# block 1

**config.mk**
```make
export PLATFORM = sky130hd
export DESIGN_NAME = cdb_arbiter
export DESIGN_NICKNAME = d
export VERILOG_FILES = /design/src/rtl/cdb_arbiter.sv
export SDC_FILE = /design/constraint.sdc
export NUM_CORES = 1
export LEC_CHECK = 0
export CORE_MARGIN = 2
export CORE_UTILIZATION = 48
export DETAILED_ROUTE_END_ITERATION = 8
export PLACE_DENSITY = 0.82
export SYNTH_ARGS = -nofsm -noshare
export SYNTH_HDL_FRONTEND = slang
export SYNTH_SLANG_ARGS = --single-unit
```
**constraint.sdc**
```tcl
create_clock -name clk -period 3.3 [get_ports clk]
set_input_delay 0.495 -clock clk [delete_from_list [all_inputs] [get_ports clk]]
set_output_delay 0.495 -clock clk [all_outputs]
set_load 0.01 [all_outputs]
```
**src/rtl/cdb_arbiter.sv**
```systemverilog
// cdb_arbiter: round-robin arbiter sharing the common data bus among the
// execution units. The grant is combinational; the broadcast is registered.
// Optional feature macro: CDB_ARB_STALLCNT_EN builds the saturating 8-bit
// denied-request counter on stall_count; otherwise stall_count is tied to 0.
module cdb_arbiter #(
    parameter int unsigned NUM_FU = 4,
    parameter int unsigned ID_W   = 4,
    parameter int unsigned DATA_W = 8
) (
    input  logic                     clk,
    input  logic                     rst,
    input  logic [NUM_FU-1:0]        fu_req,
    input  logic [NUM_FU*ID_W-1:0]   fu_id,
    input  logic [NUM_FU*DATA_W-1:0] fu_val,
    output logic [NUM_FU-1:0]        fu_grant,
    input  logic                     flush,
    output logic                     cdb_valid,
    output logic [ID_W-1:0]          cdb_id,
    output logic [DATA_W-1:0]        cdb_val,
    output logic [7:0]               stall_count
);

    localparam int unsigned PTR_W = (NUM_FU > 1) ? $clog2(NUM_FU) : 1;

    logic [PTR_W-1:0]  ptr_q, ptr_d;
    logic [PTR_W-1:0]  win_idx;
    logic [PTR_W-1:0]  slot_idx;
    int unsigned       slot;
    logic              transfer;
    logic [ID_W-1:0]   win_id;
    logic [DATA_W-1:0] win_val;

    logic              cdb_valid_q;
    logic [ID_W-1:0]   cdb_id_q;
    logic [DATA_W-1:0] cdb_val_q;

    logic [ID_W-1:0]   id_arr  [NUM_FU];
    logic [DATA_W-1:0] val_arr [NUM_FU];

    for (genvar i = 0; i < NUM_FU; i++) begin : g_unpack
        assign id_arr[i]  = fu_id[i*ID_W +: ID_W];
        assign val_arr[i] = fu_val[i*DATA_W +: DATA_W];
    end

    // Search from ptr upward with wrap; the first requester found wins.
    always_comb begin
        fu_grant = '0;
        transfer = 1'b0;
        win_idx  = '0;
        win_id   = '0;
        win_val  = '0;
        slot     = 0;
        slot_idx = '0;
        if (rst && !flush) begin
            for (int unsigned k = 0; k < NUM_FU; k++) begin
                slot     = (32'(ptr_q) + k) % NUM_FU;
                slot_idx = PTR_W'(slot);
                if (!transfer && fu_req[slot_idx]) begin
                    transfer           = 1'b1;
                    fu_grant[slot_idx] = 1'b1;
                    win_idx            = slot_idx;
                    win_id             = id_arr[slot_idx];
                    win_val            = val_arr[slot_idx];
                end
            end
        end
    end

    // Pointer moves just past the winner; held when nothing transfers.
    always_comb begin
        ptr_d = ptr_q;
        if (transfer) begin
            if (win_idx == PTR_W'(NUM_FU - 1)) begin
                ptr_d = '0;
            end else begin
                ptr_d = win_idx + 1'b1;
            end
        end
    end

    // Pointer and broadcast register; id/val hold when no transfer occurs.
    always_ff @(posedge clk) begin
        if (!rst) begin
            ptr_q       <= '0;
            cdb_valid_q <= 1'b0;
            cdb_id_q    <= '0;
            cdb_val_q   <= '0;
        end else begin
            ptr_q       <= ptr_d;
            cdb_valid_q <= transfer;
            if (transfer) begin
                cdb_id_q  <= win_id;
                cdb_val_q <= win_val;
            end
        end
    end

    assign cdb_valid = cdb_valid_q;
    assign cdb_id    = cdb_id_q;
    assign cdb_val   = cdb_val_q;

`ifdef CDB_ARB_STALLCNT_EN
    logic [7:0] stall_q;
    logic       stalled;

    // Any request left ungranted this cycle, flush-blocked ones included.
    assign stalled = |(fu_req & ~fu_grant);

    // Saturating counter, cleared only by reset.
    always_ff @(posedge clk) begin
        if (!rst) begin
            stall_q <= 8'd0;
        end else if (stalled && (stall_q != 8'hFF)) begin
            stall_q <= stall_q + 8'd1;
        end
    end

    assign stall_count = stall_q;
`else
    assign stall_count = 8'd0;
`endif

endmodule

```
# block 2

--- src/rtl/scurve_multi_channel_counter.sv ---
// Multi-channel S-curve counter: counts CLK_EXT pulses and per-channel trigger edges inside the CLK_EXT-high window.
// Latency: SYNC_STAGES+1 Clk cycles from input to edge detection; CPT_DONE rises the cycle after the final qualifying ext_fall.
// Backpressure: none, free-running; Test_Start low aborts or releases a scan point, and results hold until the next ARM.
//
// Ports:
//   Clk, reset_n              - system clock, synchronous active-low reset
//   Trigger[NCH], CLK_EXT     - asynchronous inputs, synchronised internally
//   Test_Start                - level: high runs or holds a scan point, low aborts or releases
//   CPT_MAX, Trig_Edge,
//   Chan_Mask                 - scan configuration, captured while in ARM
//   Rd_Sel                    - selects the channel driven onto CPT_TRIGGER
//   CPT_PULSE, CPT_TRIGGER    - pulse count and the selected channel's trigger count
//   Trig_Ovf[NCH]             - sticky per-channel saturation flags
//   Busy, CPT_DONE            - Busy is high in ARM/COUNT; CPT_DONE is high in DONE
module scurve_multi_channel_counter #(
  parameter int NCH         = 4,
  parameter int CNT_W       = 16,
  parameter int SYNC_STAGES = 2,
  localparam int SEL_W      = (NCH > 1) ? $clog2(NCH) : 1
) (
  input  logic             Clk,
  input  logic             reset_n,
  input  logic [NCH-1:0]   Trigger,
  input  logic             CLK_EXT,
  input  logic             Test_Start,
  input  logic [CNT_W-1:0] CPT_MAX,
  input  logic             Trig_Edge,
  input  logic [NCH-1:0]   Chan_Mask,
  input  logic [SEL_W-1:0] Rd_Sel,
  output logic [CNT_W-1:0] CPT_PULSE,
  output logic [CNT_W-1:0] CPT_TRIGGER,
  output logic [NCH-1:0]   Trig_Ovf,
  output logic             Busy,
  output logic             CPT_DONE
);

  typedef enum logic [1:0] {S_IDLE, S_ARM, S_COUNT, S_DONE} state_t;

  state_t state, state_nxt;

  // Synchronisers plus one delay flop for edge detection
  logic [SYNC_STAGES-1:0] ext_sync;
  logic                   ext_d;
  logic [NCH-1:0]         trg_sync [SYNC_STAGES];
  logic [NCH-1:0]         trg_d;

  logic                   ext_s, ext_rise, ext_fall;
  logic [NCH-1:0]         trg_s, trg_edge;

  // Scan configuration captured in ARM
  logic [CNT_W-1:0]       max_l;
  logic                   edge_l;
  logic [NCH-1:0]         mask_l;

  logic [CNT_W-1:0]       pulse_cnt;
  logic [CNT_W-1:0]       trg_cnt [NCH];
  logic [NCH-1:0]         trig_ovf;

  logic                   arm_clr;
  logic                   cnt_en;

  // Trigger flops reset to the inactive level of the selected edge so that
  // leaving reset never looks like a trigger edge.
  always_ff @(posedge Clk) begin
    if (!reset_n) begin
      ext_sync <= '0;
      ext_d    <= 1'b0;
      for (int s = 0; s < SYNC_STAGES; s++) begin
        trg_sync[s] <= {NCH{~Trig_Edge}};
      end
      trg_d    <= {NCH{~Trig_Edge}};
    end else begin
      ext_sync    <= {ext_sync[SYNC_STAGES-2:0], CLK_EXT};
      ext_d       <= ext_s;
      trg_sync[0] <= Trigger;
      for (int s = 1; s < SYNC_STAGES; s++) begin
        trg_sync[s] <= trg_sync[s-1];
      end
      trg_d       <= trg_s;
    end
  end

  assign ext_s    = ext_sync[SYNC_STAGES-1];
  assign trg_s    = trg_sync[SYNC_STAGES-1];
  assign ext_rise = ext_s & ~ext_d;
  assign ext_fall = ~ext_s & ext_d;
  // Edge polarity comes from the latched copy so a mid-scan change is ignored
  assign trg_edge = edge_l ? (trg_s & ~trg_d) : (~trg_s & trg_d);

  always_ff @(posedge Clk) begin
    if (!reset_n) begin
      state <= S_IDLE;
    end else begin
      state <= state_nxt;
    end
  end

  always_comb begin
    state_nxt = state;
    arm_clr   = 1'b0;
    cnt_en    = 1'b0;
    case (state)
      S_IDLE: begin
        if (Test_Start) state_nxt = S_ARM;
      end
      S_ARM: begin
        arm_clr = 1'b1;
        // CPT_MAX is the value being latched this cycle, so it equals max_l
        // from the next cycle on.
        if (!Test_Start)          state_nxt = S_IDLE;
        else if (CPT_MAX == '0)   state_nxt = S_DONE;
        else if (!ext_s)          state_nxt = S_COUNT;
      end
      S_COUNT: begin
        if (!Test_Start) begin
          state_nxt = S_IDLE;
        end else begin
          cnt_en = 1'b1;
          // Leave on the falling edge so the last window is counted in full
          if (ext_fall && (pulse_cnt >= max_l)) state_nxt = S_DONE;
        end
      end
      S_DONE: begin
        if (!Test_Start) state_nxt = S_IDLE;
      end
      default: state_nxt = S_IDLE;
    endcase
  end

  always_ff @(posedge Clk) begin
    if (!reset_n) begin
      pulse_cnt <= '0;
      trig_ovf  <= '0;
      max_l     <= '0;
      edge_l    <= 1'b0;
      mask_l    <= '0;
      for (int i = 0; i < NCH; i++) begin
        trg_cnt[i] <= '0;
      end
    end else if (arm_clr) begin
      pulse_cnt <= '0;
      trig_ovf  <= '0;
      max_l     <= CPT_MAX;
      edge_l    <= Trig_Edge;
      mask_l    <= Chan_Mask;
      for (int i = 0; i < NCH; i++) begin
        trg_cnt[i] <= '0;
      end
    end else if (cnt_en) begin
      if (ext_rise && (pulse_cnt < max_l)) begin
        pulse_cnt <= pulse_cnt + CNT_W'(1);
      end
      // ext_s gates the window: an edge with ext_rise counts, one with ext_fall does not
      for (int i = 0; i < NCH; i++) begin
        if (trg_edge[i] && ext_s && mask_l[i]) begin
          if (trg_cnt[i] == {CNT_W{1'b1}}) begin
            trig_ovf[i] <= 1'b1;
          end else begin
            trg_cnt[i] <= trg_cnt[i] + CNT_W'(1);
          end
        end
      end
    end
  end

  // Out-of-range selections match no channel and read as zero
  always_comb begin
    CPT_TRIGGER = '0;
    for (int i = 0; i < NCH; i++) begin
      if (Rd_Sel == SEL_W'(i)) CPT_TRIGGER = trg_cnt[i];
    end
  end

  assign CPT_PULSE = pulse_cnt;
  assign Trig_Ovf  = trig_ovf;
  assign Busy      = (state == S_ARM) || (state == S_COUNT);
  assign CPT_DONE  = (state == S_DONE);

endmodule

--- config.mk ---
export PLATFORM = sky130hd
export DESIGN_NAME = scurve_multi_channel_counter
export DESIGN_NICKNAME = d
export VERILOG_FILES = /design/src/rtl/scurve_multi_channel_counter.sv
export SDC_FILE = /design/constraint.sdc
export NUM_CORES = 1
export LEC_CHECK = 0
export ABC_AREA = 1
export CORE_MARGIN = 4
export CORE_UTILIZATION = 35
export DETAILED_ROUTE_END_ITERATION = 12
export SETUP_SLACK_MARGIN = 0.15
export SYNTH_ARGS = -nofsm -noshare
export SYNTH_HDL_FRONTEND = slang
export SYNTH_SLANG_ARGS = --single-unit
--- constraint.sdc ---
create_clock -name Clk -period 3.8 [get_ports Clk]
set_input_delay 0.76 -clock Clk [delete_from_list [all_inputs] [get_ports Clk]]
set_output_delay 0.76 -clock Clk [all_outputs]
set_load 0.02 [all_outputs]
# block 3

### config.mk
export PLATFORM = sky130hd
export DESIGN_NAME = dmem_resp
export DESIGN_NICKNAME = d
export VERILOG_FILES = /design/src/rtl/dmem_pkg.sv /design/src/rtl/dmem_trace_fifo.sv /design/src/rtl/dmem_resp.sv
export SDC_FILE = /design/constraint.sdc
export NUM_CORES = 2
export LEC_CHECK = 0
export CELL_PAD_IN_SITES_DETAIL_PLACEMENT = 0
export CELL_PAD_IN_SITES_GLOBAL_PLACEMENT = 1
export CORE_MARGIN = 2
export CORE_UTILIZATION = 40
export CTS_CLUSTER_DIAMETER = 80
export DETAILED_ROUTE_END_ITERATION = 7
export GPL_TIMING_DRIVEN = 0
export PLACE_DENSITY_LB_ADDON = 0.1
export SYNTH_ARGS = -nofsm -noshare
export SYNTH_HDL_FRONTEND = slang
export SYNTH_SLANG_ARGS = --single-unit
### constraint.sdc
create_clock -name clk -period 6.5 [get_ports clk]
set_input_delay 1.95 -clock clk [delete_from_list [all_inputs] [get_ports clk]]
set_output_delay 1.95 -clock clk [all_outputs]
set_load 0.05 [all_outputs]
### src/rtl/dmem_pkg.sv
// Shared types for the data-memory responder: FSM state encoding and the
// store-trace entry layout used by the top and the trace FIFO.
package dmem_pkg;

  typedef enum logic [1:0] {
    RUN  = 2'd0,
    PASS = 2'd1,
    FAIL = 2'd2
  } state_t;

  typedef struct packed {
    logic [31:0] adr;
    logic [31:0] data;
  } trace_entry_t;

endpackage

### src/rtl/dmem_trace_fifo.sv
// Store-trace FIFO with valid/ready drain and a sticky overflow flag.
// A push into a full FIFO is still taken when a pop happens on the same edge.
module dmem_trace_fifo
  import dmem_pkg::*;
#(
  parameter int TRACE_DEPTH = 4
) (
  input  logic         clk,
  input  logic         reset,
  input  logic         push,
  input  trace_entry_t push_entry,
  input  logic         ready,
  output logic         valid,
  output trace_entry_t head,
  output logic         ovf
);

  localparam int PW = $clog2(TRACE_DEPTH);
  localparam logic [PW:0] FULL_CNT = (PW+1)'(TRACE_DEPTH);

  trace_entry_t  buffer [TRACE_DEPTH];
  logic [PW-1:0] wr_ptr;
  logic [PW-1:0] rd_ptr;
  logic [PW:0]   count;
  logic          full;
  logic          pop;
  logic          push_ok;

  assign valid   = (count != '0);
  assign full    = (count == FULL_CNT);
  assign pop     = valid & ready;
  assign push_ok = push & (~full | pop);
  assign head    = buffer[rd_ptr];

  // Storage carries no reset; count alone decides which slots are live.
  always_ff @(posedge clk) begin
    if (push_ok) buffer[wr_ptr] <= push_entry;
  end

  // Pointers are exactly PW bits wide, so the increment wraps modulo depth.
  always_ff @(posedge clk) begin
    if (!reset) begin
      wr_ptr <= '0;
      rd_ptr <= '0;
      count  <= '0;
      ovf    <= 1'b0;
    end else begin
      if (push_ok) wr_ptr <= wr_ptr + PW'(1);
      if (pop)     rd_ptr <= rd_ptr + PW'(1);
      unique case ({push_ok, pop})
        2'b10:   count <= count + (PW+1)'(1);
        2'b01:   count <= count - (PW+1)'(1);
        default: count <= count;
      endcase
      if (push && full && !pop) ovf <= 1'b1;
    end
  end

endmodule

### src/rtl/dmem_resp.sv
// Data memory with completion detection and optional store trace.
// Define DMEM_RESP_TRACE_EN to build the trace FIFO; otherwise trace outputs are 0.
module dmem_resp
  import dmem_pkg::*;
#(
  parameter int          DEPTH       = 64,
  parameter logic [31:0] DONE_ADDR   = 32'd8,
  parameter logic [31:0] DONE_VALUE  = 32'hFFFF_FFFF,
  parameter int          TRACE_DEPTH = 4
) (
  input  logic        clk,
  input  logic        reset,
  input  logic        memwrite,
  input  logic [31:0] dataadr,
  input  logic [31:0] writedata,
  output logic [31:0] readdata,
  output logic        done,
  output logic        pass,
  output logic        fail,
  output logic        trace_valid,
  input  logic        trace_ready,
  output logic [31:0] trace_adr,
  output logic [31:0] trace_data,
  output logic        trace_ovf
);

  localparam int          AW        = $clog2(DEPTH);
  localparam logic [31:0] MEM_BYTES = 32'(DEPTH * 4);

  logic [31:0]   mem [DEPTH];
  logic [AW-1:0] word_idx;
  logic          in_range;
  logic          aligned;
  logic          store_run;
  logic          accept;
  state_t        state_q;
  state_t        state_d;

  assign word_idx = dataadr[AW+1:2];
  assign in_range = (dataadr < MEM_BYTES);
  assign aligned  = (dataadr[1:0] == 2'b00);

  // Reset gates the strobe so a store held across reset never reaches memory.
  assign store_run = reset & memwrite & (state_q == RUN);
  assign accept    = store_run & aligned & in_range;

  assign readdata = in_range ? mem[word_idx] : 32'h0;

  // NOTE: memory arrays are deliberately left out of reset so they map to RAM;
  // a reset loop over every word would force flops instead.
  always_ff @(posedge clk) begin
    if (accept) mem[word_idx] <= writedata;
  end

  // NOTE: state_d gets its default before any branch so no path leaves it
  // unassigned, which would otherwise infer a latch.
  always_comb begin
    state_d = state_q;
    if (store_run) begin
      if (!(aligned && in_range)) begin
        state_d = FAIL;
      end else if (dataadr == DONE_ADDR) begin
        state_d = (writedata == DONE_VALUE) ? PASS : FAIL;
      end
    end
  end

  // NOTE: clocked state uses non-blocking assignments so every flop samples
  // pre-edge values regardless of statement order.
  always_ff @(posedge clk) begin
    if (!reset) begin
      state_q <= RUN;
      done    <= 1'b0;
      pass    <= 1'b0;
      fail    <= 1'b0;
    end else begin
      state_q <= state_d;
      done    <= (state_d != RUN);
      pass    <= (state_d == PASS);
      fail    <= (state_d == FAIL);
    end
  end

`ifdef DMEM_RESP_TRACE_EN
  trace_entry_t push_entry;
  trace_entry_t head;

  assign push_entry = '{adr: dataadr, data: writedata};

  dmem_trace_fifo #(
    .TRACE_DEPTH(TRACE_DEPTH)
  ) u_trace (
    .clk       (clk),
    .reset     (reset),
    .push      (accept),
    .push_entry(push_entry),
    .ready     (trace_ready),
    .valid     (trace_valid),
    .head      (head),
    .ovf       (trace_ovf)
  );

  assign trace_adr  = head.adr;
  assign trace_data = head.data;
`else
  logic unused_trace_ready;

  assign unused_trace_ready = trace_ready;
  assign trace_valid        = 1'b0;
  assign trace_adr          = 32'h0;
  assign trace_data         = 32'h0;
  assign trace_ovf          = 1'b0;
`endif

endmodule

Fig. 1: block 1, metal 2
Cells faint in the background.
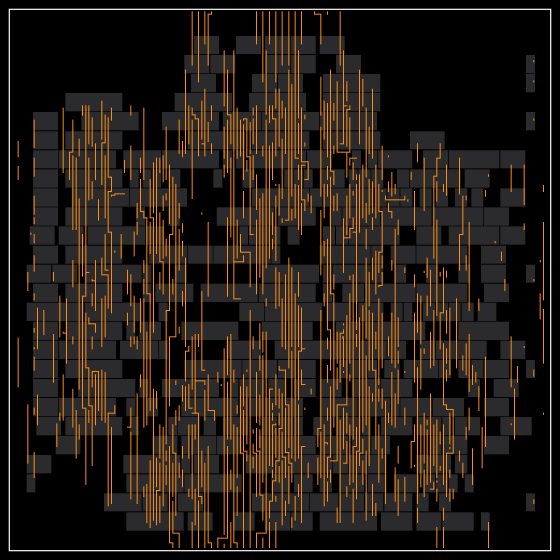
wire length on this layer	3450 µm
share of all routed wire	52%
met2 Track Usage GR: 38.8%
routed wire length: 6630 µm
via count: 2394

==> deck_impl_summary.md, block 1 <==
Synthesis and Place & Route Summary

STA
  – Worst Max-Slew Pin Slew: 967 ps
  – Hold WS: 520 ps

Floorplanning
  – Ports: 80
  – Row count: 26

Yosys
  – Top cells, area: mux4_2 46%, dfxtp_1 12%, a21oi_1 8.0%
  – Ys flops: 15
  – Synthesized instance count: 236
  – Xor/xnor share: less than 1%
  – Commonest flop: dfxtp_1
  – Yosys stat area: 2560 µm²
  – Synth top area share: 45.7%
  – Synth Warn #: 0

GRT
  – Global Route Usage Sum: around 23%

Final layout
  – Top Layout Cells: 67 x clkdlybuf4s50_1, 52 x mux4_2, 40 x a21oi_1
  – Util after Layout: 65.1%
  – Number of non-clock buffers: 85
  – Layout Cells excl Fill: around 370

Worst hold path
  – Hold depth: 2
  – Hold Path End: cdb_id[2]

Setup path
  – Crit path cell chain: clkdlybuf4s50_1, mux4_2, and2b_4, a221o_1, o21ai_0, a21oi_1, clkdlybuf4s50_1
  – Crit path capture: fu_grant[0]
  – Delay of the slowest critical-path stage: 550 ps
  – Crit path launch: fu_req[3]

Run status
  – Status: completed

Route
  – Final routed DRC violation total: 0

Placement
  – Worst Setup Slack post-DPL: -33.3 ps
  – Dpl cells: 366

Clocking
  – H-tree depth: 1
==> block 1: critical path, delay by kind of cell <==
kind	cells	cell delay, ps
muxes	1	540
and+or+nand+nor	1	320
buffers and inverters	2	1020
AOI/OAI and AO/OA	3	360
==> block 1: where the power goes <==
part           switching, mW  internal [mW]  total, mW
Sequential            0.0348          0.230      0.265
Clock                 0.0608         0.0855      0.146
Combinational          0.831          0.866       1.70
Total                  0.926           1.18       2.11
==> block 1: registers in the layout, indices dropped and copies added, names as in the netlist <==
name       count
ptr_q          2
cdb_id         4
cdb_val        8
cdb_valid      1
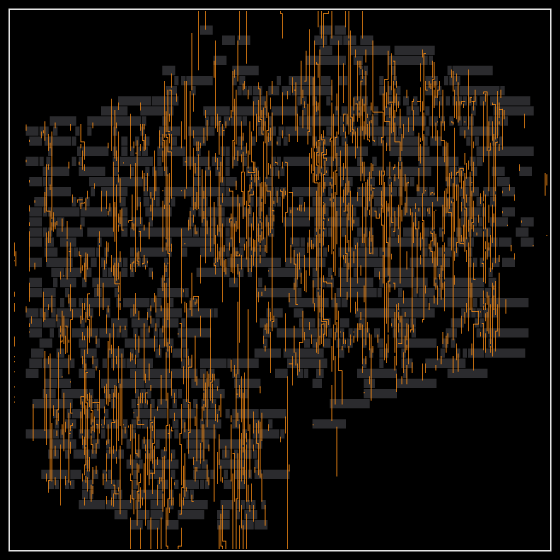
Fig. 2. Metal 2 (block 2).
Cells faint in the background.
nets with wire on the layer	763
main direction	vertical
wire length on this layer	7500 µm
longest straight run	47.9 µm
share of all routed wire	45%
via count: 5815
met2 Track Usage GR: 25.2%

==> deck_impl_summary.md, block 2 <==
Synthesis and Place & Route Summary

Run status
  – Status: completed

STA
  – Tcrit/Tclk final: 91.1%

Final layout
  – Total Nets Final: around 1000
  – Logic area: around 3100 µm²
  – Number of sequential cells: 122
  – Clock Buffer Count: 17

Route
  – Vias per cell: 4.88
  – WL met2: 7500 µm

Yosys
  – FFs w/ async S/R, synth: 0%
  – Synth cell types: 40

Floorplanning
  – Well tap count: 234

GRT
  – Met1 Use GR: 22.0%
  – Initial antenna violation count: 0

Clocking
  – H-tree depth: 4

Setup path
  – Crit path cell chain: clkdlybuf4s50_1, nor2_1, inv_1, o22ai_1, a21oi_1, o21ai_0, clkdlybuf4s50_1
==> block 2: power breakdown <==
part	internal, mW	total, mW	switching [mW]
Clock	0.883	1.47	0.582
Combinational	0.282	0.785	0.503
Sequential	1.56	1.69	0.130
==> block 2: tightest hold or removal path: cells and delay by family, from the launching register on <==
kind                   cells  cell delay (ps)
buffers and inverters      1               40
flip-flops                 1              300
AND/OR/NAND/NOR            1               50
==> block 2: metrics by stage <==
stage          total power [mW]  area, µm²
2_1_floorplan              2.21       6620
3_3_place_gp               2.50       7590
3_5_place_dp               2.50       7590
4_1_cts                    3.98       8120
5_1_grt                    4.16       8120
6_report                   3.94       8120
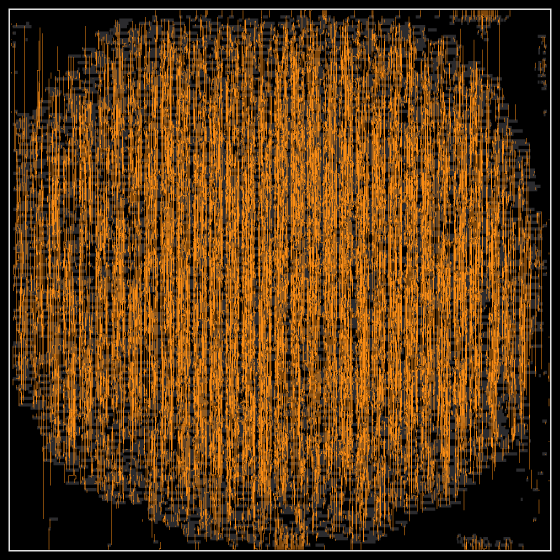
Fig. 3. Metal 2 (block 3).
Cells faint in the background.
share of all routed wire	41%
main direction	vertical
nets with wire on the layer	4401
wire length on this layer	171 mm
longest straight run	213 µm
routed wire length: 415000 µm
via count: 54200
met2 Track Usage GR: 55.6%

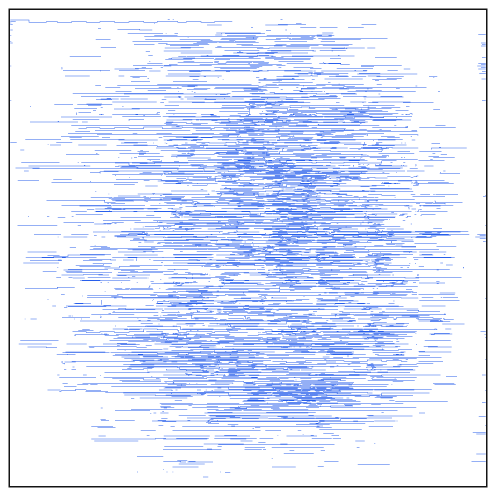
Fig. 4. Metal 3 (block 3).
share of all routed wire	15%
main direction	horizontal
longest straight run	291 µm
grt met3 use: 15.7%

==> deck_impl_summary.md, block 3 <==
Synthesis and Place & Route Summary

Worst hold path
  – Hold wc startpoint: state_q[0]

Final layout
  – Commonest Layout Cell: edfxtp_1
  – Logic area: approximately 18000 µm²
  – Share of layout cells above drive strength 1: 34.8%

Placement
  – Placer Congestion: 0.959
  – IO buf count: slightly below 100
  – Dpl cells: approximately 7000

Run status
  – Failing checks: DRC, setup timing
  – Status: complete, but fails checks

STA
  – Hold WS: 518 ps
  – Final setup slack of the worst path: -400 ps
  – Worst Max-Slew Pin Slew: between 1000 and 1500 ps
  – Endpoints failing setup: 31

Yosys
  – Synth cell types: 85
  – Mapped cell area: 79700 µm²

GRT
  – Largest net degree at the start of global routing: 66

Flow run
  – Tool warning count: 30

Route
  – Final routed DRC violation total: 30

Setup path
  – Crit path launch: dataadr[23]

Power
  – Max IR drop VDD: 0.248 mV

Floorplanning
  – Die area: roughly 200000 µm²

Clocking
  – CTS Buf Count: 217
-- block 3: power by group --
group          total (mW)  switching [mW]  internal [mW]
clock                12.2            5.51           6.70
sequential           14.6        0.000484           14.6
combinational        2.64            1.82          0.812
total                29.4            7.33           22.1
-- block 3: routing by layer --
metal / vias to the layer above / share of wire, % / track usage, %
met5: - / 0.039 / 0
li1: 19100 / - / -
met2: 5298 / 41 / 55.6
met1: 28500 / 36 / 51.9
met4: 20 / 8.2 / 27.4
met3: 1331 / 15 / 15.7


==> notes/layouts.md <==
Pictures saved along the way, in no particular order.

Routing congestion.
shot_01.png
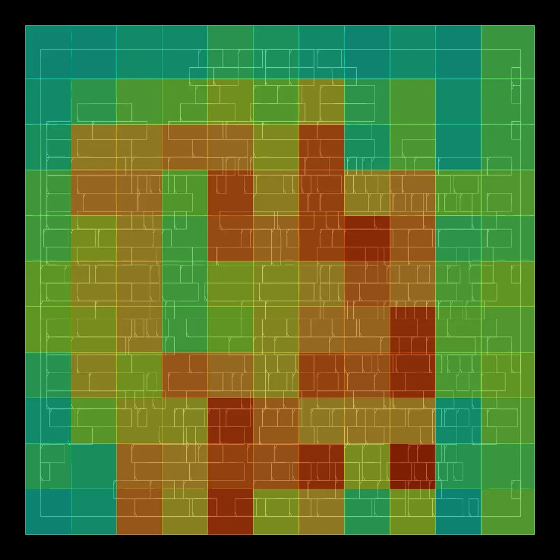
shot_02.png
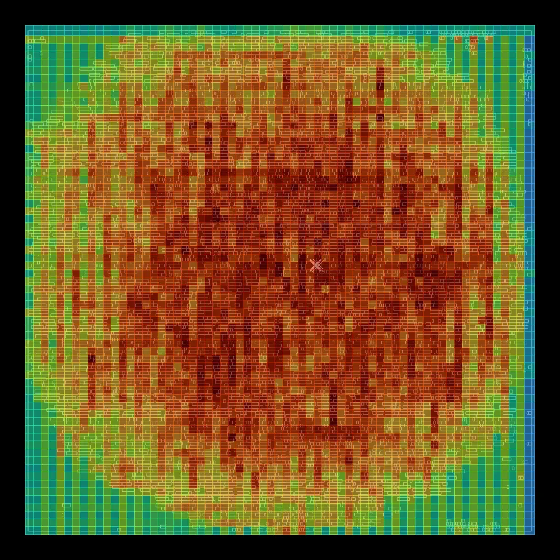
shot_03.png
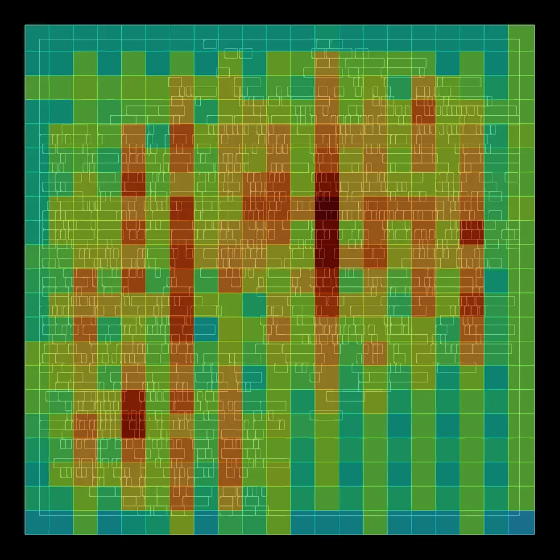
- block 2 = shot_03.png
- block 1 = shot_01.png
- block 3 = shot_02.png
- highest utilization: shot_01.png
- lowest track usage: shot_03.png


==> gallery <==
Met1 routing.
(a)
The bar under the picture is 50 µm long. Supply wires on this layer in gray.
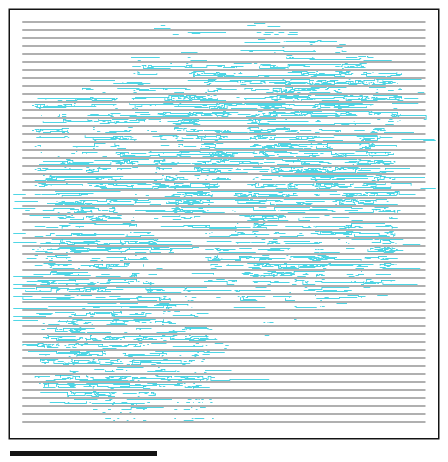
(b)
The bar under the picture is 100 µm long. Supply wires on this layer in gray.
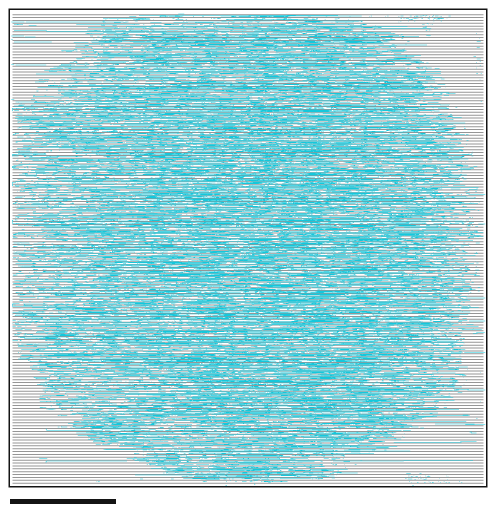
(c)
The bar under the picture is 20 µm long. Supply wires on this layer in gray.
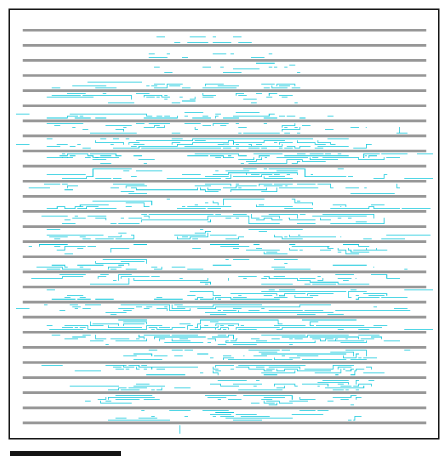
(a): block 2
(c): block 1
(b): block 3

Key to (b):
wire length on this layer	148 mm
main direction	horizontal
longest straight run	190 µm
nets with wire on the layer	4903

Power and IR drop assume default switching activity.
